# ---- dram_read_ctrl_flat ----
File: src/rtl/dram_read_ctrl_if.sv
// Handshake and data bundle between the read pipeline, dram_read_ctrl and the memory port.
// The slave modport is the controller's view; master is the surrounding environment.
interface dram_read_ctrl_if #(
  parameter int unsigned GBW   = 32,
  parameter int unsigned DBW   = 16,
  parameter int unsigned CSIZE = 32,
  parameter int unsigned DEPTH = 4
);
  localparam int unsigned CNT_BW = $clog2(DEPTH + 1);

  logic                       dramra_rdy;
  logic                       dramra_ack;
  logic [GBW-1:0]             i_dramra;
  logic                       mem_req_rdy;
  logic                       mem_req_ack;
  logic [GBW-1:0]             o_mem_addr;
  logic                       i_mem_resp_dval;
  logic [CSIZE-1:0][DBW-1:0]  i_mem_rdata;
  logic                       dramrd_rdy;
  logic                       dramrd_ack;
  logic [CSIZE-1:0][DBW-1:0]  o_dramrd;
  logic [CNT_BW-1:0]          o_outstanding;
  logic                       o_err;

  modport slave (
    input  dramra_rdy, i_dramra, mem_req_ack, i_mem_resp_dval, i_mem_rdata, dramrd_ack,
    output dramra_ack, mem_req_rdy, o_mem_addr, dramrd_rdy, o_dramrd, o_outstanding, o_err
  );

  modport master (
    output dramra_rdy, i_dramra, mem_req_ack, i_mem_resp_dval, i_mem_rdata, dramrd_ack,
    input  dramra_ack, mem_req_rdy, o_mem_addr, dramrd_rdy, o_dramrd, o_outstanding, o_err
  );
endinterface

File: src/rtl/dram_read_ctrl.sv
// Chunk read controller: one-entry request stage toward memory, credit-bounded
// in-order response FIFO toward the read pipeline, sticky protocol error flag.
module dram_read_ctrl #(
  parameter int unsigned GBW   = 32,
  parameter int unsigned DBW   = 16,
  parameter int unsigned CSIZE = 32,
  parameter int unsigned DEPTH = 4
) (
  input  logic               i_clk,
  input  logic               i_rst,
  dram_read_ctrl_if.slave    bus
);
  localparam int unsigned CNT_BW = $clog2(DEPTH + 1);
  localparam int unsigned IDX_BW = $clog2(DEPTH);
  localparam int unsigned PTR_BW = IDX_BW + 1;
  localparam logic [GBW-1:0] ALIGN_MASK = ~GBW'(CSIZE - 1);

  typedef logic [CSIZE-1:0][DBW-1:0] chunk_t;

  logic              req_v_q, req_v_d;
  logic [GBW-1:0]    req_addr_q, req_addr_d;
  logic [CNT_BW-1:0] cnt_q, cnt_d;
  logic [CNT_BW-1:0] pend_q, pend_d;
  logic [PTR_BW-1:0] wptr_q, wptr_d;
  logic [PTR_BW-1:0] rptr_q, rptr_d;
  logic              err_q, err_d;
  chunk_t            mem_q [DEPTH];

  logic empty, full, accept, issue, rd, pend_nz, resp_ret, wr;

  // Handshake qualifiers; accept is held low while reset is asserted
  always_comb begin
    empty    = (wptr_q == rptr_q);
    full     = (wptr_q[PTR_BW-1] != rptr_q[PTR_BW-1]) &&
               (wptr_q[IDX_BW-1:0] == rptr_q[IDX_BW-1:0]);
    accept   = i_rst && bus.dramra_rdy && (!req_v_q || bus.mem_req_ack) &&
               (cnt_q < CNT_BW'(DEPTH));
    issue    = req_v_q && bus.mem_req_ack;
    rd       = bus.dramrd_ack && !empty;
    pend_nz  = (pend_q != '0);
    resp_ret = bus.i_mem_resp_dval && pend_nz;
    wr       = resp_ret && !full;
  end

  always_comb begin
    req_v_d    = req_v_q;
    req_addr_d = req_addr_q;
    cnt_d      = cnt_q;
    pend_d     = pend_q;
    wptr_d     = wptr_q;
    rptr_d     = rptr_q;
    err_d      = err_q;

    if (accept) begin
      req_v_d    = 1'b1;
      req_addr_d = bus.i_dramra & ALIGN_MASK;
    end else if (issue) begin
      req_v_d    = 1'b0;
    end

    unique case ({accept, rd})
      2'b10:   cnt_d = cnt_q + CNT_BW'(1);
      2'b01:   cnt_d = cnt_q - CNT_BW'(1);
      default: cnt_d = cnt_q;
    endcase

    // Issued-but-unreturned requests; an unexpected response does not decrement
    unique case ({issue, resp_ret})
      2'b10:   pend_d = pend_q + CNT_BW'(1);
      2'b01:   pend_d = pend_q - CNT_BW'(1);
      default: pend_d = pend_q;
    endcase

    if (wr) wptr_d = wptr_q + PTR_BW'(1);
    if (rd) rptr_d = rptr_q + PTR_BW'(1);

    if (bus.i_mem_resp_dval && (!pend_nz || full)) err_d = 1'b1;
  end

  always_ff @(posedge i_clk or negedge i_rst) begin
    if (!i_rst) begin
      req_v_q    <= 1'b0;
      req_addr_q <= '0;
      cnt_q      <= '0;
      pend_q     <= '0;
      wptr_q     <= '0;
      rptr_q     <= '0;
      err_q      <= 1'b0;
    end else begin
      req_v_q    <= req_v_d;
      req_addr_q <= req_addr_d;
      cnt_q      <= cnt_d;
      pend_q     <= pend_d;
      wptr_q     <= wptr_d;
      rptr_q     <= rptr_d;
      err_q      <= err_d;
    end
  end

  // Response storage; cleared so the head reads zero out of reset
  always_ff @(posedge i_clk or negedge i_rst) begin
    if (!i_rst) begin
      for (int i = 0; i < int'(DEPTH); i++) mem_q[i] <= '0;
    end else if (wr) begin
      mem_q[wptr_q[IDX_BW-1:0]] <= bus.i_mem_rdata;
    end
  end

  assign bus.dramra_ack    = accept;
  assign bus.mem_req_rdy   = req_v_q;
  assign bus.o_mem_addr    = req_addr_q;
  assign bus.dramrd_rdy    = !empty;
  assign bus.o_dramrd      = mem_q[rptr_q[IDX_BW-1:0]];
  assign bus.o_outstanding = cnt_q;
  assign bus.o_err         = err_q;
endmodule

File: src/flat_wrapper.sv
// flat-port wrapper written by rule: the top's interface ports become plain ports
module dram_read_ctrl_flat 
#(
  parameter int unsigned GBW   = 32,
  parameter int unsigned DBW   = 16,
  parameter int unsigned CSIZE = 32,
  parameter int unsigned DEPTH = 4
)
  (i_clk, i_rst, bus_dramra_rdy, bus_i_dramra, bus_mem_req_ack, bus_i_mem_resp_dval, bus_i_mem_rdata, bus_dramrd_ack, bus_dramra_ack, bus_mem_req_rdy, bus_o_mem_addr, bus_dramrd_rdy, bus_o_dramrd, bus_o_outstanding, bus_o_err);
  dram_read_ctrl_if #(.GBW(GBW), .DBW(DBW), .CSIZE(CSIZE), .DEPTH(DEPTH)) bus_i ();
  input  logic i_clk;
  input  logic i_rst;
  input wire logic [$bits(bus_i.dramra_rdy)-1:0] bus_dramra_rdy;
  input wire logic [$bits(bus_i.i_dramra)-1:0] bus_i_dramra;
  input wire logic [$bits(bus_i.mem_req_ack)-1:0] bus_mem_req_ack;
  input wire logic [$bits(bus_i.i_mem_resp_dval)-1:0] bus_i_mem_resp_dval;
  input wire logic [$bits(bus_i.i_mem_rdata)-1:0] bus_i_mem_rdata;
  input wire logic [$bits(bus_i.dramrd_ack)-1:0] bus_dramrd_ack;
  output wire logic [$bits(bus_i.dramra_ack)-1:0] bus_dramra_ack;
  output wire logic [$bits(bus_i.mem_req_rdy)-1:0] bus_mem_req_rdy;
  output wire logic [$bits(bus_i.o_mem_addr)-1:0] bus_o_mem_addr;
  output wire logic [$bits(bus_i.dramrd_rdy)-1:0] bus_dramrd_rdy;
  output wire logic [$bits(bus_i.o_dramrd)-1:0] bus_o_dramrd;
  output wire logic [$bits(bus_i.o_outstanding)-1:0] bus_o_outstanding;
  output wire logic [$bits(bus_i.o_err)-1:0] bus_o_err;
  assign bus_i.dramra_rdy = bus_dramra_rdy;
  assign bus_i.i_dramra = bus_i_dramra;
  assign bus_i.mem_req_ack = bus_mem_req_ack;
  assign bus_i.i_mem_resp_dval = bus_i_mem_resp_dval;
  assign bus_i.i_mem_rdata = bus_i_mem_rdata;
  assign bus_i.dramrd_ack = bus_dramrd_ack;
  assign bus_dramra_ack = bus_i.dramra_ack;
  assign bus_mem_req_rdy = bus_i.mem_req_rdy;
  assign bus_o_mem_addr = bus_i.o_mem_addr;
  assign bus_dramrd_rdy = bus_i.dramrd_rdy;
  assign bus_o_dramrd = bus_i.o_dramrd;
  assign bus_o_outstanding = bus_i.o_outstanding;
  assign bus_o_err = bus_i.o_err;
  dram_read_ctrl #(.GBW(GBW), .DBW(DBW), .CSIZE(CSIZE), .DEPTH(DEPTH)) u_core (.i_clk(i_clk), .i_rst(i_rst), .bus(bus_i));
endmodule
File: config.mk
export PLATFORM = sky130hd
export DESIGN_NAME = dram_read_ctrl_flat
export DESIGN_NICKNAME = d
export VERILOG_FILES = /design/src/rtl/dram_read_ctrl_if.sv /design/src/rtl/dram_read_ctrl.sv /design/src/flat_wrapper.sv
export SDC_FILE = /design/constraint.sdc
export NUM_CORES = 2
export LEC_CHECK = 0
export CAP_MARGIN = 25
export CORE_AREA = 2 2 423 425
export DETAILED_ROUTE_END_ITERATION = 7
export DIE_AREA = 0 0 425 427
export PLACE_DENSITY = 0.74
export RECOVER_POWER = 100
export SYNTH_ARGS = -nofsm -noshare
export SYNTH_HDL_FRONTEND = slang
export SYNTH_SLANG_ARGS = --single-unit
File: constraint.sdc
create_clock -name i_clk -period 5.29 [get_ports i_clk]
set_input_delay 0.7935 -clock i_clk [delete_from_list [all_inputs] [get_ports i_clk]]
set_output_delay 0.7935 -clock i_clk [all_outputs]
set_load 0.05 [all_outputs]
# ---- ram_p_stream_loader ----
--- config.mk ---
export PLATFORM = sky130hd
export DESIGN_NAME = ram_p_stream_loader
export DESIGN_NICKNAME = d
export VERILOG_FILES = /design/src/rtl/ram_loader_pkg.sv /design/src/rtl/ram_p_stream_loader.sv
export SDC_FILE = /design/constraint.sdc
export NUM_CORES = 1
export LEC_CHECK = 0
export CAP_MARGIN = 40
export CORE_MARGIN = 1.5
export CORE_UTILIZATION = 44
export DETAILED_ROUTE_END_ITERATION = 16
export PLACE_DENSITY_LB_ADDON = 0.2
export SLEW_MARGIN = 20
export SYNTH_ARGS = -nofsm -noshare
export SYNTH_HDL_FRONTEND = slang
export SYNTH_SLANG_ARGS = --single-unit
--- constraint.sdc ---
create_clock -name clk -period 1.95 [get_ports clk]
set_clock_uncertainty 0.1 [all_clocks]
set_input_delay 0.195 -clock clk [delete_from_list [all_inputs] [get_ports clk]]
set_output_delay 0.195 -clock clk [all_outputs]
set_load 0.01 [all_outputs]
--- src/rtl/ram_loader_pkg.sv ---
// Shared definitions for the RAM_P stream loader.
//   loader_state_e : FSM state encoding (IDLE, LOAD, DONE)
//   StateWidth     : width of the state register
package ram_loader_pkg;

  localparam int unsigned StateWidth = 2;

  typedef enum logic [StateWidth-1:0] {
    StIdle = 2'b00,
    StLoad = 2'b01,
    StDone = 2'b10
  } loader_state_e;

endpackage

--- src/rtl/ram_p_stream_loader.sv ---
// Upstream fill stage for the RAM_P matrix RAM. Each beat accepted on the stream slave
// port becomes one registered write at sequential addresses starting at 0; `done` pulses
// in the cycle of the final write. A frame is started by `start` while idle.
//
// Optional feature macro: LOADER_TLAST_CHECK_EN
//   defined   : s_axis_tlast is checked; early tlast ends the frame, missing tlast on the
//               final beat flags an error; frame_err is sticky until the next start.
//   undefined : s_axis_tlast is ignored and frame_err stays 0.
//
// Ports:
//   clk, rst        rising-edge clock, asynchronous active-high reset
//   start           one-cycle frame request, sampled only when idle
//   s_axis_tdata    stream data          s_axis_tvalid  stream data valid
//   s_axis_tready   beat can be accepted s_axis_tlast   final beat marker
//   write_enable    RAM write strobe     write_address  RAM write address
//   RAM_in          RAM write data
//   busy            high while loading   done           one-cycle completion pulse
//   frame_err       sticky framing error
module ram_p_stream_loader
  import ram_loader_pkg::*;
#(
  parameter int unsigned RAM_WIDTH     = 8,
  parameter int unsigned RAM_ADDR_BITS = 4,
  parameter int unsigned WORD_COUNT    = 16
) (
  input  logic                     clk,
  input  logic                     rst,
  input  logic                     start,
  input  logic [RAM_WIDTH-1:0]     s_axis_tdata,
  input  logic                     s_axis_tvalid,
  output logic                     s_axis_tready,
  input  logic                     s_axis_tlast,
  output logic                     write_enable,
  output logic [RAM_ADDR_BITS-1:0] write_address,
  output logic [RAM_WIDTH-1:0]     RAM_in,
  output logic                     busy,
  output logic                     done,
  output logic                     frame_err
);

  // Index of the last word; the counter stops here instead of wrapping, so a full
  // 2**RAM_ADDR_BITS frame never overflows it.
  localparam logic [RAM_ADDR_BITS-1:0] LastIdx = RAM_ADDR_BITS'(WORD_COUNT - 1);

  loader_state_e              state_q;
  logic [RAM_ADDR_BITS-1:0]   cnt_q;
  logic                       we_q;
  logic [RAM_ADDR_BITS-1:0]   addr_q;
  logic [RAM_WIDTH-1:0]       data_q;
  logic                       busy_q;
  logic                       done_q;
  logic                       err_q;

  logic beat;
  logic at_last;
  logic early_end;
  logic err_set;

  // Ready depends on the state register alone, never on tvalid.
  assign s_axis_tready = (state_q == StLoad);
  assign beat          = s_axis_tvalid && s_axis_tready;
  assign at_last       = (cnt_q == LastIdx);

`ifdef LOADER_TLAST_CHECK_EN
  assign early_end = s_axis_tlast && !at_last;
  assign err_set   = early_end || (at_last && !s_axis_tlast);
`else
  logic unused_tlast;
  assign unused_tlast = s_axis_tlast;
  assign early_end    = 1'b0;
  assign err_set      = 1'b0;
`endif

  always_ff @(posedge clk or posedge rst) begin
    if (rst) begin
      state_q <= StIdle;
      cnt_q   <= '0;
      we_q    <= 1'b0;
      addr_q  <= '0;
      data_q  <= '0;
      busy_q  <= 1'b0;
      done_q  <= 1'b0;
      err_q   <= 1'b0;
    end else begin
      // Strobes are single-cycle; address and data hold between writes.
      we_q   <= 1'b0;
      done_q <= 1'b0;
      case (state_q)
        StIdle: begin
          if (start) begin
            state_q <= StLoad;
            cnt_q   <= '0;
            err_q   <= 1'b0;
            busy_q  <= 1'b1;
          end
        end
        StLoad: begin
          if (beat) begin
            we_q   <= 1'b1;
            addr_q <= cnt_q;
            data_q <= s_axis_tdata;
            if (err_set) begin
              err_q <= 1'b1;
            end
            if (at_last || early_end) begin
              // Final write and done land in the same cycle.
              state_q <= StDone;
              busy_q  <= 1'b0;
              done_q  <= 1'b1;
            end else begin
              cnt_q <= cnt_q + RAM_ADDR_BITS'(1);
            end
          end
        end
        StDone: begin
          state_q <= StIdle;
        end
        default: begin
          state_q <= StIdle;
          busy_q  <= 1'b0;
        end
      endcase
    end
  end

  assign write_enable  = we_q;
  assign write_address = addr_q;
  assign RAM_in        = data_q;
  assign busy          = busy_q;
  assign done          = done_q;
  assign frame_err     = err_q;

endmodule
# ---- game_flow_ctrl_flat ----
$ cat src/rtl/game_flow_if.sv
// Control/status bundle between the game sequencer and the rest of the Pac-Man datapath.
// The slave side is the sequencer; the master side drives frame ticks, keys and collision flags.
interface game_flow_if;
    logic       tick;
    logic       start;
    logic       crash;
    logic       all_eaten;
    logic       eat_pulse;
    logic       run;
    logic       actor_rst_n;
    logic       map_reload;
    logic [1:0] lives;
    logic [3:0] level;
    logic [2:0] state;
    logic       over;
    logic       beep;

    modport master (
        output tick, start, crash, all_eaten, eat_pulse,
        input  run, actor_rst_n, map_reload, lives, level, state, over, beep
    );

    modport slave (
        input  tick, start, crash, all_eaten, eat_pulse,
        output run, actor_rst_n, map_reload, lives, level, state, over, beep
    );
endinterface

$ cat src/rtl/game_flow_ctrl.sv
// Game phase sequencer: attract, ready countdown, play, death, level clear, game over.
// Every output is a flop; an input sampled at an edge takes effect on that same edge.
module game_flow_ctrl #(
    parameter int LIVES       = 3,
    parameter int READY_TICKS = 120,
    parameter int DEATH_TICKS = 90,
    parameter int CLEAR_TICKS = 120,
    parameter int BEEP_TICKS  = 6
) (
    input  logic        clk,
    input  logic        rst,
    game_flow_if.slave  bus
);

    localparam int MAX_RD    = (READY_TICKS > DEATH_TICKS) ? READY_TICKS : DEATH_TICKS;
    localparam int MAX_TICKS = (MAX_RD > CLEAR_TICKS) ? MAX_RD : CLEAR_TICKS;
    localparam int CW_RAW    = $clog2(MAX_TICKS);
    // At least four bits so the CLEAR blink bit always exists.
    localparam int CW        = (CW_RAW < 4) ? 4 : CW_RAW;
    localparam int BW        = $clog2(BEEP_TICKS + 1);

    localparam logic [CW-1:0] READY_LOAD = CW'(READY_TICKS - 1);
    localparam logic [CW-1:0] DEATH_LOAD = CW'(DEATH_TICKS - 1);
    localparam logic [CW-1:0] CLEAR_LOAD = CW'(CLEAR_TICKS - 1);
    localparam logic [BW-1:0] BEEP_LOAD  = BW'(BEEP_TICKS);

    typedef enum logic [2:0] {
        S_IDLE  = 3'd0,
        S_READY = 3'd1,
        S_PLAY  = 3'd2,
        S_DYING = 3'd3,
        S_CLEAR = 3'd4,
        S_OVER  = 3'd5
    } state_t;

    state_t        state_q, state_n;
    logic [CW-1:0] cnt_q, cnt_n;
    logic [BW-1:0] beep_cnt_q, beep_cnt_n;
    logic [1:0]    lives_q, lives_n;
    logic [3:0]    level_q, level_n;
    logic          run_q, run_n;
    logic          over_q, over_n;
    logic          restart_n_q, restart_n_n;
    logic          reload_q, reload_n;
    logic          beep_q, beep_n;

    always_ff @(posedge clk) begin
        if (!rst) begin
            state_q     <= S_IDLE;
            cnt_q       <= '0;
            beep_cnt_q  <= '0;
            lives_q     <= 2'(LIVES);
            level_q     <= '0;
            run_q       <= 1'b0;
            over_q      <= 1'b0;
            restart_n_q <= 1'b1;
            reload_q    <= 1'b0;
            beep_q      <= 1'b0;
        end else begin
            state_q     <= state_n;
            cnt_q       <= cnt_n;
            beep_cnt_q  <= beep_cnt_n;
            lives_q     <= lives_n;
            level_q     <= level_n;
            run_q       <= run_n;
            over_q      <= over_n;
            restart_n_q <= restart_n_n;
            reload_q    <= reload_n;
            beep_q      <= beep_n;
        end
    end

    always_comb begin
        state_n     = state_q;
        cnt_n       = cnt_q;
        beep_cnt_n  = beep_cnt_q;
        lives_n     = lives_q;
        level_n     = level_q;
        restart_n_n = 1'b1;
        reload_n    = 1'b0;

        case (state_q)
            S_IDLE, S_OVER: begin
                if (bus.start) begin
                    state_n     = S_READY;
                    cnt_n       = READY_LOAD;
                    lives_n     = 2'(LIVES);
                    level_n     = '0;
                    restart_n_n = 1'b0;
                    reload_n    = 1'b1;
                end
            end
            S_READY: begin
                if (bus.tick) begin
                    if (cnt_q == '0) state_n = S_PLAY;
                    else             cnt_n   = cnt_q - CW'(1);
                end
            end
            S_PLAY: begin
                if (bus.crash) begin
                    state_n    = S_DYING;
                    cnt_n      = DEATH_LOAD;
                    beep_cnt_n = '0;
                end else if (bus.all_eaten) begin
                    state_n    = S_CLEAR;
                    cnt_n      = CLEAR_LOAD;
                    beep_cnt_n = '0;
                end else if (bus.eat_pulse) begin
                    beep_cnt_n = BEEP_LOAD;
                end else if (bus.tick && beep_cnt_q != '0) begin
                    beep_cnt_n = beep_cnt_q - BW'(1);
                end
            end
            S_DYING: begin
                if (bus.tick) begin
                    if (cnt_q != '0) begin
                        cnt_n = cnt_q - CW'(1);
                    end else if (lives_q == 2'd1) begin
                        lives_n = 2'd0;
                        state_n = S_OVER;
                    end else begin
                        // Beans survive a death, so only the actors restart.
                        lives_n     = lives_q - 2'd1;
                        state_n     = S_READY;
                        cnt_n       = READY_LOAD;
                        restart_n_n = 1'b0;
                    end
                end
            end
            S_CLEAR: begin
                if (bus.tick) begin
                    if (cnt_q != '0) begin
                        cnt_n = cnt_q - CW'(1);
                    end else begin
                        level_n     = (level_q == 4'hF) ? level_q : level_q + 4'd1;
                        state_n     = S_READY;
                        cnt_n       = READY_LOAD;
                        restart_n_n = 1'b0;
                        reload_n    = 1'b1;
                    end
                end
            end
            default: state_n = S_IDLE;
        endcase

        run_n  = (state_n == S_PLAY);
        over_n = (state_n == S_OVER);
        case (state_n)
            S_DYING: beep_n = 1'b1;
            S_CLEAR: beep_n = cnt_n[3];
            S_PLAY:  beep_n = (beep_cnt_n != '0);
            default: beep_n = 1'b0;
        endcase
    end

    assign bus.state       = state_q;
    assign bus.run         = run_q;
    assign bus.over        = over_q;
    assign bus.lives       = lives_q;
    assign bus.level       = level_q;
    assign bus.actor_rst_n = restart_n_q;
    assign bus.map_reload  = reload_q;
    assign bus.beep        = beep_q;

endmodule

$ cat src/flat_wrapper.sv
// flat-port wrapper written by rule: the top's interface ports become plain ports
module game_flow_ctrl_flat 
#(
    parameter int LIVES       = 3,
    parameter int READY_TICKS = 120,
    parameter int DEATH_TICKS = 90,
    parameter int CLEAR_TICKS = 120,
    parameter int BEEP_TICKS  = 6
)
  (clk, rst, bus_tick, bus_start, bus_crash, bus_all_eaten, bus_eat_pulse, bus_run, bus_actor_rst_n, bus_map_reload, bus_lives, bus_level, bus_state, bus_over, bus_beep);
  game_flow_if bus_i ();
  input  logic clk;
  input  logic rst;
  input wire logic [$bits(bus_i.tick)-1:0] bus_tick;
  input wire logic [$bits(bus_i.start)-1:0] bus_start;
  input wire logic [$bits(bus_i.crash)-1:0] bus_crash;
  input wire logic [$bits(bus_i.all_eaten)-1:0] bus_all_eaten;
  input wire logic [$bits(bus_i.eat_pulse)-1:0] bus_eat_pulse;
  output wire logic [$bits(bus_i.run)-1:0] bus_run;
  output wire logic [$bits(bus_i.actor_rst_n)-1:0] bus_actor_rst_n;
  output wire logic [$bits(bus_i.map_reload)-1:0] bus_map_reload;
  output wire logic [$bits(bus_i.lives)-1:0] bus_lives;
  output wire logic [$bits(bus_i.level)-1:0] bus_level;
  output wire logic [$bits(bus_i.state)-1:0] bus_state;
  output wire logic [$bits(bus_i.over)-1:0] bus_over;
  output wire logic [$bits(bus_i.beep)-1:0] bus_beep;
  assign bus_i.tick = bus_tick;
  assign bus_i.start = bus_start;
  assign bus_i.crash = bus_crash;
  assign bus_i.all_eaten = bus_all_eaten;
  assign bus_i.eat_pulse = bus_eat_pulse;
  assign bus_run = bus_i.run;
  assign bus_actor_rst_n = bus_i.actor_rst_n;
  assign bus_map_reload = bus_i.map_reload;
  assign bus_lives = bus_i.lives;
  assign bus_level = bus_i.level;
  assign bus_state = bus_i.state;
  assign bus_over = bus_i.over;
  assign bus_beep = bus_i.beep;
  game_flow_ctrl #(.LIVES(LIVES), .READY_TICKS(READY_TICKS), .DEATH_TICKS(DEATH_TICKS), .CLEAR_TICKS(CLEAR_TICKS), .BEEP_TICKS(BEEP_TICKS)) u_core (.clk(clk), .rst(rst), .bus(bus_i));
endmodule
$ cat config.mk
export PLATFORM = sky130hd
export DESIGN_NAME = game_flow_ctrl_flat
export DESIGN_NICKNAME = d
export VERILOG_FILES = /design/src/rtl/game_flow_if.sv /design/src/rtl/game_flow_ctrl.sv /design/src/flat_wrapper.sv
export SDC_FILE = /design/constraint.sdc
export NUM_CORES = 1
export LEC_CHECK = 0
export CORE_MARGIN = 5
export CORE_UTILIZATION = 40
export DETAILED_ROUTE_END_ITERATION = 8
export PLACE_DENSITY = 0.6
export SYNTH_ARGS = -nofsm -noshare
export SYNTH_HDL_FRONTEND = slang
export SYNTH_SLANG_ARGS = --single-unit
$ cat constraint.sdc
create_clock -name clk -period 3.95 [get_ports clk]
set_input_delay 0.395 -clock clk [delete_from_list [all_inputs] [get_ports clk]]
set_output_delay 0.395 -clock clk [all_outputs]
set_load 0.02 [all_outputs]
# ---- time_bcd_display_flat ----
File: config.mk
export PLATFORM = sky130hd
export DESIGN_NAME = time_bcd_display_flat
export DESIGN_NICKNAME = d
export VERILOG_FILES = /design/src/rtl/time_bcd_display_if.sv /design/src/rtl/time_bcd_display.sv /design/src/flat_wrapper.sv
export SDC_FILE = /design/constraint.sdc
export NUM_CORES = 1
export LEC_CHECK = 0
export ABC_CLOCK_PERIOD_IN_PS = 2500
export CAP_MARGIN = 0
export CORE_ASPECT_RATIO = 2
export CORE_MARGIN = 1.5
export CORE_UTILIZATION = 50
export DETAILED_ROUTE_END_ITERATION = 12
export PLACE_DENSITY_LB_ADDON = 0.15
export RECOVER_POWER = 50
export SLEW_MARGIN = 10
export SYNTH_ARGS = -nofsm -noshare
export SYNTH_HDL_FRONTEND = slang
export SYNTH_SLANG_ARGS = --single-unit
File: constraint.sdc
create_clock -name clock -period 2.5 [get_ports clock]
set_input_delay 0.25 -clock clock [delete_from_list [all_inputs] [get_ports clock]]
set_output_delay 0.25 -clock clock [all_outputs]
set_load 0.02 [all_outputs]
File: src/rtl/time_bcd_display_if.sv
// Bundle between the time counter stage and the BCD display block:
// binary count in, BCD result, status and segment/digit drive out.
interface time_bcd_display_if;
  logic [7:0]  time_counter;
  logic [11:0] bcd;
  logic        bcd_valid;
  logic        busy;
  logic [6:0]  seg;
  logic [2:0]  an;

  modport master (
    output time_counter,
    input  bcd, bcd_valid, busy, seg, an
  );

  modport slave (
    input  time_counter,
    output bcd, bcd_valid, busy, seg, an
  );
endinterface

File: src/rtl/time_bcd_display.sv
// Binary-to-BCD (shift-add-3) on every counter change, 10 edges capture-to-result, no backpressure
// (changes during a conversion are picked up on return to IDLE); drives a scanned 3-digit 7-seg.
module time_bcd_display #(
  parameter int unsigned SCAN_DIV = 4
) (
  input  logic          clock,
  input  logic          reset_start,
  time_bcd_display_if.slave io
);

  typedef enum logic [1:0] {IDLE, SHIFT, DONE} state_t;

  localparam logic [15:0] SCAN_LAST = 16'(SCAN_DIV - 1);

  state_t      state_q,    state_d;
  logic [7:0]  last_val_q, last_val_d;
  logic        first_q,    first_d;
  logic [7:0]  sh_bin_q,   sh_bin_d;
  logic [11:0] scratch_q,  scratch_d;
  logic [2:0]  bit_cnt_q,  bit_cnt_d;
  logic [11:0] bcd_q,      bcd_d;
  logic        bcd_valid_q, bcd_valid_d;
  logic [15:0] scan_cnt_q, scan_cnt_d;
  logic [2:0]  an_q,       an_d;

  logic [11:0] adj;
  logic [3:0]  digit;
  logic        blank;
  logic [6:0]  seg;

  function automatic logic [11:0] add3(input logic [11:0] s);
    logic [11:0] r;
    r = s;
    for (int i = 0; i < 3; i++) begin
      if (s[i*4 +: 4] >= 4'd5) r[i*4 +: 4] = s[i*4 +: 4] + 4'd3;
    end
    return r;
  endfunction

  function automatic logic [6:0] decode(input logic [3:0] d);
    logic [6:0] s;
    case (d)
      4'd0:    s = 7'h3F;
      4'd1:    s = 7'h06;
      4'd2:    s = 7'h5B;
      4'd3:    s = 7'h4F;
      4'd4:    s = 7'h66;
      4'd5:    s = 7'h6D;
      4'd6:    s = 7'h7D;
      4'd7:    s = 7'h07;
      4'd8:    s = 7'h7F;
      4'd9:    s = 7'h6F;
      default: s = 7'h00;
    endcase
    return s;
  endfunction

  // Conversion FSM: capture, eight add-3/shift steps, then publish.
  always_comb begin
    state_d     = state_q;
    last_val_d  = last_val_q;
    first_d     = first_q;
    sh_bin_d    = sh_bin_q;
    scratch_d   = scratch_q;
    bit_cnt_d   = bit_cnt_q;
    bcd_d       = bcd_q;
    bcd_valid_d = bcd_valid_q;
    adj         = add3(scratch_q);
    case (state_q)
      IDLE: begin
        if ((io.time_counter != last_val_q) || first_q) begin
          state_d    = SHIFT;
          sh_bin_d   = io.time_counter;
          last_val_d = io.time_counter;
          scratch_d  = 12'd0;
          bit_cnt_d  = 3'd0;
          first_d    = 1'b0;
        end
      end
      SHIFT: begin
        scratch_d = {adj[10:0], sh_bin_q[7]};
        sh_bin_d  = {sh_bin_q[6:0], 1'b0};
        bit_cnt_d = bit_cnt_q + 3'd1;
        if (bit_cnt_q == 3'd7) state_d = DONE;
      end
      DONE: begin
        bcd_d       = scratch_q;
        bcd_valid_d = 1'b1;
        state_d     = IDLE;
      end
      default: state_d = IDLE;
    endcase
  end

  // Digit scan free-runs regardless of conversion state.
  always_comb begin
    scan_cnt_d = scan_cnt_q + 16'd1;
    an_d       = an_q;
    if (scan_cnt_q == SCAN_LAST) begin
      scan_cnt_d = 16'd0;
      an_d       = {an_q[1:0], an_q[2]};
    end
  end

  // Leading-zero blanking on hundreds and tens; ones always shown once valid.
  always_comb begin
    digit = bcd_q[3:0];
    blank = !bcd_valid_q;
    case (an_q)
      3'b001: digit = bcd_q[3:0];
      3'b010: begin
        digit = bcd_q[7:4];
        if ((bcd_q[11:8] == 4'd0) && (bcd_q[7:4] == 4'd0)) blank = 1'b1;
      end
      3'b100: begin
        digit = bcd_q[11:8];
        if (bcd_q[11:8] == 4'd0) blank = 1'b1;
      end
      default: blank = 1'b1;
    endcase
    seg = blank ? 7'h00 : decode(digit);
  end

  always_ff @(posedge clock or posedge reset_start) begin
    if (reset_start) begin
      state_q     <= IDLE;
      last_val_q  <= 8'd0;
      first_q     <= 1'b1;
      sh_bin_q    <= 8'd0;
      scratch_q   <= 12'd0;
      bit_cnt_q   <= 3'd0;
      bcd_q       <= 12'd0;
      bcd_valid_q <= 1'b0;
      scan_cnt_q  <= 16'd0;
      an_q        <= 3'b001;
    end else begin
      state_q     <= state_d;
      last_val_q  <= last_val_d;
      first_q     <= first_d;
      sh_bin_q    <= sh_bin_d;
      scratch_q   <= scratch_d;
      bit_cnt_q   <= bit_cnt_d;
      bcd_q       <= bcd_d;
      bcd_valid_q <= bcd_valid_d;
      scan_cnt_q  <= scan_cnt_d;
      an_q        <= an_d;
    end
  end

  assign io.bcd       = bcd_q;
  assign io.bcd_valid = bcd_valid_q;
  assign io.busy      = (state_q != IDLE);
  assign io.seg       = seg;
  assign io.an        = an_q;

endmodule

File: src/flat_wrapper.sv
// flat-port wrapper written by rule: the top's interface ports become plain ports
module time_bcd_display_flat 
#(
  parameter int unsigned SCAN_DIV = 4
)
  (clock, reset_start, io_time_counter, io_bcd, io_bcd_valid, io_busy, io_seg, io_an);
  time_bcd_display_if io_i ();
  input  logic clock;
  input  logic reset_start;
  input wire logic [$bits(io_i.time_counter)-1:0] io_time_counter;
  output wire logic [$bits(io_i.bcd)-1:0] io_bcd;
  output wire logic [$bits(io_i.bcd_valid)-1:0] io_bcd_valid;
  output wire logic [$bits(io_i.busy)-1:0] io_busy;
  output wire logic [$bits(io_i.seg)-1:0] io_seg;
  output wire logic [$bits(io_i.an)-1:0] io_an;
  assign io_i.time_counter = io_time_counter;
  assign io_bcd = io_i.bcd;
  assign io_bcd_valid = io_i.bcd_valid;
  assign io_busy = io_i.busy;
  assign io_seg = io_i.seg;
  assign io_an = io_i.an;
  time_bcd_display #(.SCAN_DIV(SCAN_DIV)) u_core (.clock(clock), .reset_start(reset_start), .io(io_i));
endmodule
==> game_flow_ctrl_flat/clock_wires.png <==
Scale: 6 px per um.
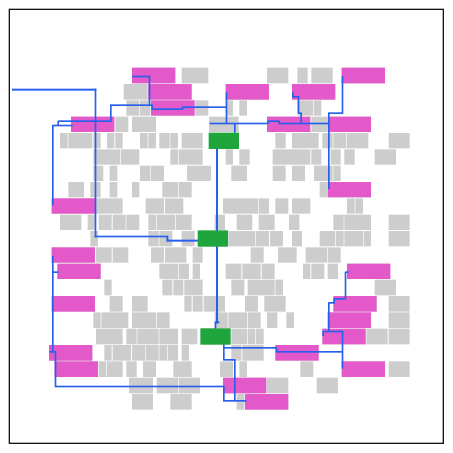
- flip-flops: magenta (count 24)
- clock wires: blue (length 320 um)
- clock-net drivers: green (count 3)
- routed clock nets: 4
Worst Clk Skew: 0.001260 ns

==> impl_metrics.toml, game_flow_ctrl_flat <==
# generated from flow reports
[final_timing]
finalMaxSlewViolations = 0
max_clock_freq_ghz = 0.4571

[floorplan]
core_area_um2 = 3689
die_width_um = 72.11
fp_density_pct = 41.82
die_area_um2 = 5199
placement_rows = 22

[yosys]
yosys_area_um2 = 1543
synth_seq_share_pct = 31.14
top_cell_area_share_pct = 31.14
netlist_instances = 185
aoi_share_pct = 25.06
synth-adder-area-share_pct = 5.515
synth.mux.area_fraction_pct = 0.6488
top_cells_by_area = "sky130_fd_sc_hd__dfxtp_1, sky130_fd_sc_hd__ha_1, sky130_fd_sc_hd__nor2_1"
ys_async_sr_fraction_pct = 0

[clocking]
clkSlewWorstSetupHoldPaths_ns = 0.08
post_cts_resized = 0
cts_setup_buffers = 0

[worst_setup_path]
worst_setup_path_start_kind = "flip-flop"
crit_type = "reg -> reg"

[global_route]
grt_antenna_before_repair = 0
grtUsageMet2_pct = 23.66
grt.busiest_layer = "met2"
grt_pass1_wl_mm = 6.361
globalRouteTotalUtil_pct = 15.25
use_met1_pct = 20.98

[run]
cap_viol_max_count = 0
openroad.warnings = 27

[run_status]
outcome = "finished clean"

[final_layout]
layout.clock_buffers = 4
n_antenna_cell = 0
design.seq.count = 24
sh_comb_area_pct = 53.55
final_common_cell = "sky130_fd_sc_hd__dfxtp_1"
sequential_cell_area_um2 = 480.5

[placed_design]
dpl-instance-area_um2 = 1779
place.gp.congestion = 0.8903
dpl.hpwl_mm = 2.858

[route]
detail_route.iter0.violations = 110
detailedRoute.firstPassIterationCount = 4
routed-wl-met3_um = 202
vias = 1470
==> ram_p_stream_loader/gates.png <==
Scale: 6 px per um.
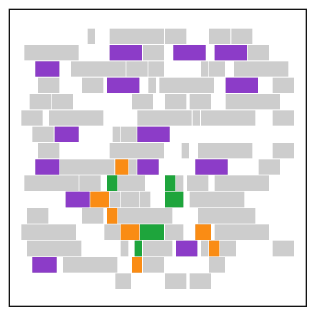
- mux cells: purple (cells 14; where spread over the die)
- nand cells: green (cells 5)
- aoi and oai cells: orange (cells 7)
number of cells in the finished layout apart from fillers: 125
commonest non-fill, non-tap cell in the layout: sky130_fd_sc_hd__clkdlybuf4s50_1
multi-input logic portion of the cell area: 29.42%

==> impl_metrics.toml, ram_p_stream_loader <==
# generated from flow reports
[final_timing]
final-setup-viol-count = 0
fin_tns_setup_ns = 0
finalMaxSlewViolations = 0
postLayoutSetupSlackWorst_ns = 0.1104
max_clock_freq_ghz = 0.5436
rsz0062_at_grt = "no"
post-route-min-period_ns = 1.840

[final_layout]
layout.clock_buffers = 4
non_clock_inverter_count = 4
seq_share_pct = 42.27
design.seq.count = 21
num-nets-final = 113
comb.multi_input.count = 41

[clocking]
clockRootBuffer = "sky130_fd_sc_hd__clkbuf_4"
clkLatencyLatePin_ns = 0.31
tritoncts = "built"
cts_hold_repair_buffers = 0
clkSlewWorstSetupHoldPaths_ns = 0.12
cts_inserted_buffers = 3

[route]
routedLengthMet1_um = 760
drt_wl_total_mm = 1.620
routed_wire_length_per_instance_um = 12.96
ant_nets = 0
routed-wl-met3_um = 65
top_layer_used = "met4"

[floorplan]
fp_density_pct = 47.54
die_area_um2 = 2428
tap_cells = 27

[worst_setup_path]
cp-end-kind = "output pin"
path_cells = "nor2b_4, clkdlybuf4s50_1"
timing.critical_path.slowest_cell_delay_ns = 0.55
crit_fanout = 9
worst-path-stages = 2
crit_type = "reg -> out"
critical_path.n_buffers_inverters = 1
worstPathRequired_ns = 1.65
regToRegStartpoint = "cnt_q[0]"
reg2reg_setup_slack_ns = 0.48

[global_route]
grt-ovfl-total = 0
globalRouteTotalUtil_pct = 15.59
grt_pass1_vias = 587

[placed_design]
numPlacedInstances = 121
port-buffer-count = 27
place.gp.congestion = 0.7233
dpl.hpwl_mm = 1.127
dp_worst_setup_slack_ns = 0.3829

[hold_path]
worst_hold_check_path_type = "in -> async"

[yosys]
top_cells_by_area = "sky130_fd_sc_hd__dfrtp_1, sky130_fd_sc_hd__mux2_4, sky130_fd_sc_hd__mux2_2"
netlist_instances = 70
top_cells_by_count = "sky130_fd_sc_hd__dfrtp_1, sky130_fd_sc_hd__mux2_4, sky130_fd_sc_hd__mux2_2"
xor_share_pct = 0
yosys.area_share.simple_pct = 11.16
ys_cells = 70
post-synth-top-area-cell = "sky130_fd_sc_hd__dfrtp_1"
synth-adder-area-share_pct = 1.328
postSynthNetCount = 84

[run_status]
outcome = "finished clean"
==> time_bcd_display_flat/clock_nets.png <==
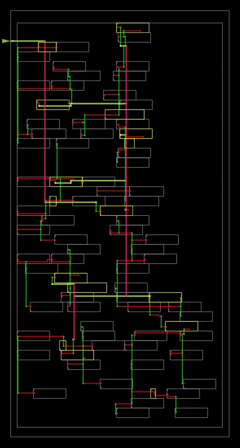
number of sequential cells: 66
Worst Clk Skew: 0.006198 ns

==> impl_metrics.toml, time_bcd_display_flat <==
# generated from flow reports
[final_layout]
layout.cells.non_filler = 489
largest_register_by_flop_count = "u_core.scan_cnt_q"
non_clock_inverter_count = 15
num-nets-final = 420
nFillCells = 515

[route]
detail_route.drc_violations = 0
routed_wire_length_per_instance_um = 14.84
routedLengthMet1_mm = 2.710
ant_nets = 0

[clocking]
number_of_clock_sinks_seen_by_cts = 66
post_cts_resized = 35
clkLatencyLatePin_ns = 0.33

[run]
openroad.warnings = 35

[yosys]
ys.flop_type = "sky130_fd_sc_hd__dfrtp_1"
netlist_instances = 328
synth.yosys.warnings = 0
post-synth-top-area-cell = "sky130_fd_sc_hd__dfrtp_1"
synthesis.area_per_instance_um2 = 10.51
synth_seq_share_pct = 47.97
synth.mux.area_fraction_pct = 6.096
yosys.area_share.simple_pct = 14.91

[worst_setup_path]
worst_setup_path_end = "io_seg[3]"
worst_setup_path_start_kind = "flip-flop"
critPathArrivalTime_ns = 2.23
worstPathRequired_ns = 2.25
ff2ff_path_depth = 5
worst-path-stages = 9
critical-path-top-delay-family = "flip-flops"

[placed_design]
numPlacedInstances = 466
place.gp.congestion = 0.8064

[floorplan]
die_area_um2 = 7434
tap_cells = 88
placement_rows = 42
fp_density_pct = 52.08

[final_timing]
fin_tns_setup_ns = 0
max_slew.worst_pin.slew_ns = 1.054
max_clock_freq_ghz = 0.4038

[run_status]
outcome = "finished clean"

[hold_path]
min_path_cells = 1
==> dram_read_ctrl_flat/clock_wires.png <==
Scale: 1 px per um.
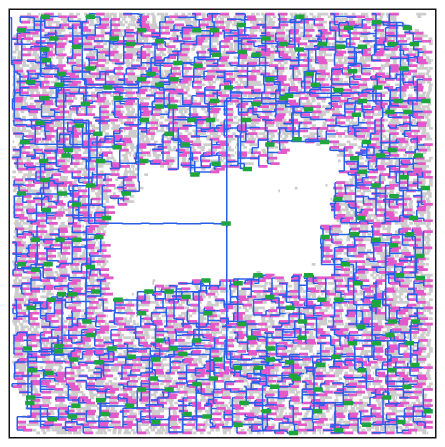
- clock-net drivers: green (count 217)
- flip-flops: magenta (count 2,089)
- clock wires: blue (length 24.8 mm)
- routed clock nets: 218

==> dram_read_ctrl_flat/m3.png <==
Scale: 1 px per um.
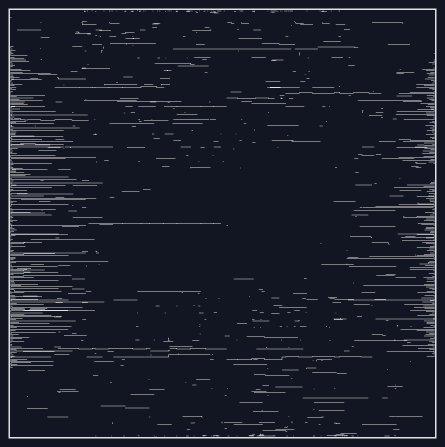
- longest straight run: 118 um
- main direction: horizontal
- wire length on this layer: 12,900 um
vias: 50.03k
met3 capacity usage during global routing: 6.286%
wire length reported by the detailed router: 227.3 mm

==> impl_metrics.toml, dram_read_ctrl_flat <==
# generated from flow reports
[clocking]
cts_hold_repair_buffers = 1

[floorplan]
die_h_um = 427

[final_layout]
finish.utilization_pct = 61.77
final_common_cell = "sky130_fd_sc_hd__dfrtp_1"
layout_top_cells = "sky130_fd_sc_hd__dfrtp_1, sky130_fd_sc_hd__mux2_2, sky130_fd_sc_hd__clkdlybuf4s50_1, sky130_fd_sc_hd__mux4_2, sky130_fd_sc_hd__dlygate4sd3_1"
seq_share_pct = 47.75
layout.clock_buffers = 328
nFillCells = 13135
final.signal_buffer_count = 1208
comb.multi_input.count = 2638
largest_cell_class = "flip-flops and latches"
final-comb-area_um2 = 35310
area_delta_synth_final_pct = 22.66
buf_share_pct = 10.42
clockNetworkAreaShare_pct = 6.722

[final_timing]
max_slew.worst_pin.slew_ns = 3.341
rsz0062_at_grt = "no"
fin_crit_sh_pct = 89.08
postLayoutSetupSlackWorst_ns = 0.5777
finalMaxSlewViolations = 1168

[yosys]
aoi_share_pct = 0.07148
top_cell_area_share_pct = 58.56
ys_async_sr_fraction_pct = 100.0
enable_flop_cells = 0
synth.yosys.warnings = 0
synth-adder-area-share_pct = 0.1430
top_cells_by_count = "sky130_fd_sc_hd__dfrtp_1, sky130_fd_sc_hd__mux2_2, sky130_fd_sc_hd__mux4_2"
post-synth-top-area-cell = "sky130_fd_sc_hd__dfrtp_1"

[route]
detail_route.drc_violations = 0
detail_route.iter0.violations = 2353
routed-wl-met2_mm = 112.0
routed-wl-met3_mm = 12.89

[run_status]
violated_checks = "capacitance limit, slew limit"
outcome = "finished with violations"

[placed_design]
port-buffer-count = 1090

[worst_setup_path]
worst-path-stages = 3
timing.critical_path.slowest_cell_delay_ns = 1.05
worst_setup_path_end = "bus_o_dramrd[108]"
timing.critical_path.from = "u_core.rptr_q[1]"
crit_type = "reg -> out"

[global_route]
globalRouteTotalUtil_pct = 24.90
grtUsageMet2_pct = 39.62

[run]
cap_viol_max_count = 19

[hold_path]
hold_start = "u_core.bus.o_err"


## Gallery

Metal 3.
image #1
Scale: 10 px per um.
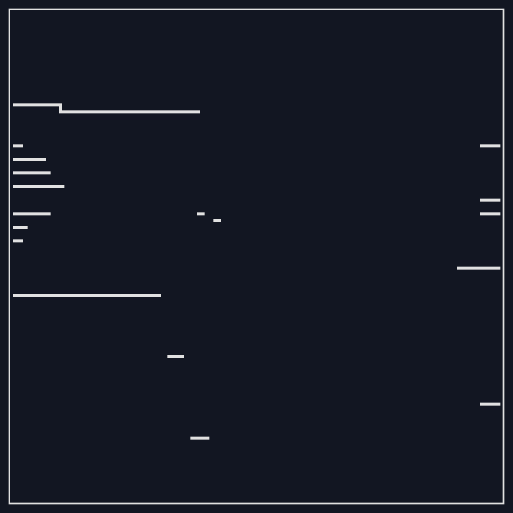
image #2
Scale: 6 px per um.
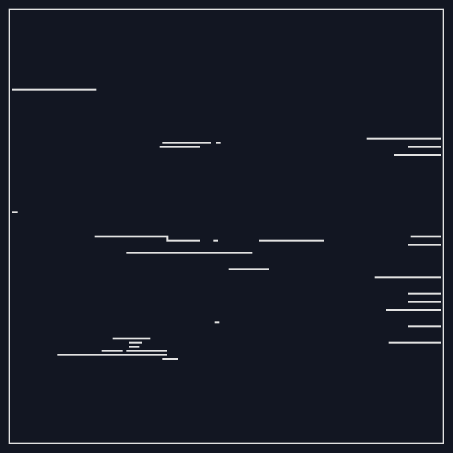
image #3
Scale: 4 px per um.
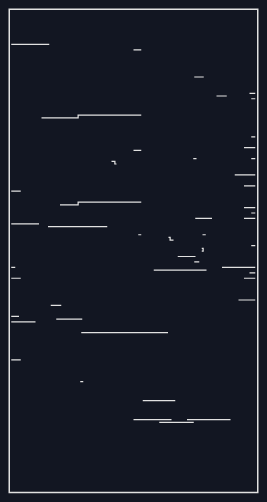
The one with the smallest die is image #1.
The one with the largest die is image #3.
| from | picture |
|---|---|
| time_bcd_display_flat | image #3 |
| game_flow_ctrl_flat | image #2 |
| ram_p_stream_loader | image #1 |


==> screenshots <==
The clock network.
Plate I
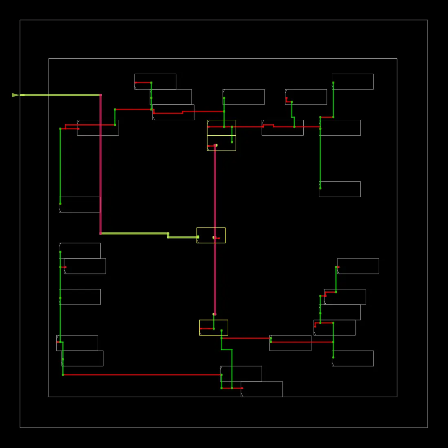
Plate II
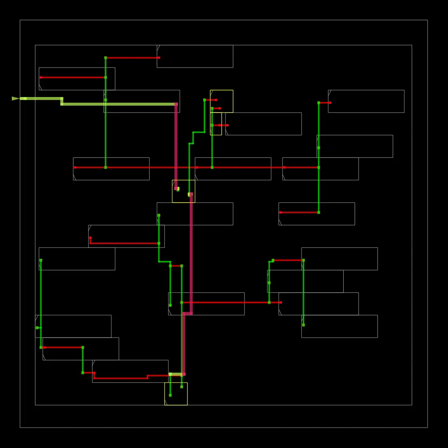
Plate III
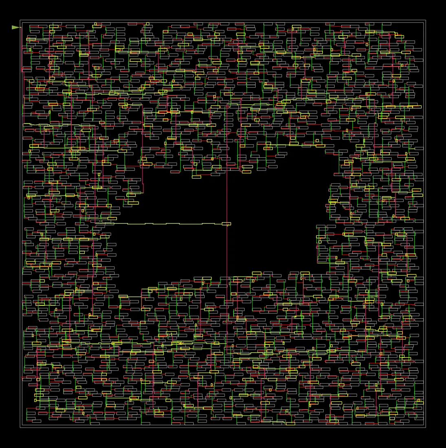
Plate III -> dram_read_ctrl_flat
Plate II -> ram_p_stream_loader
Plate I -> game_flow_ctrl_flat

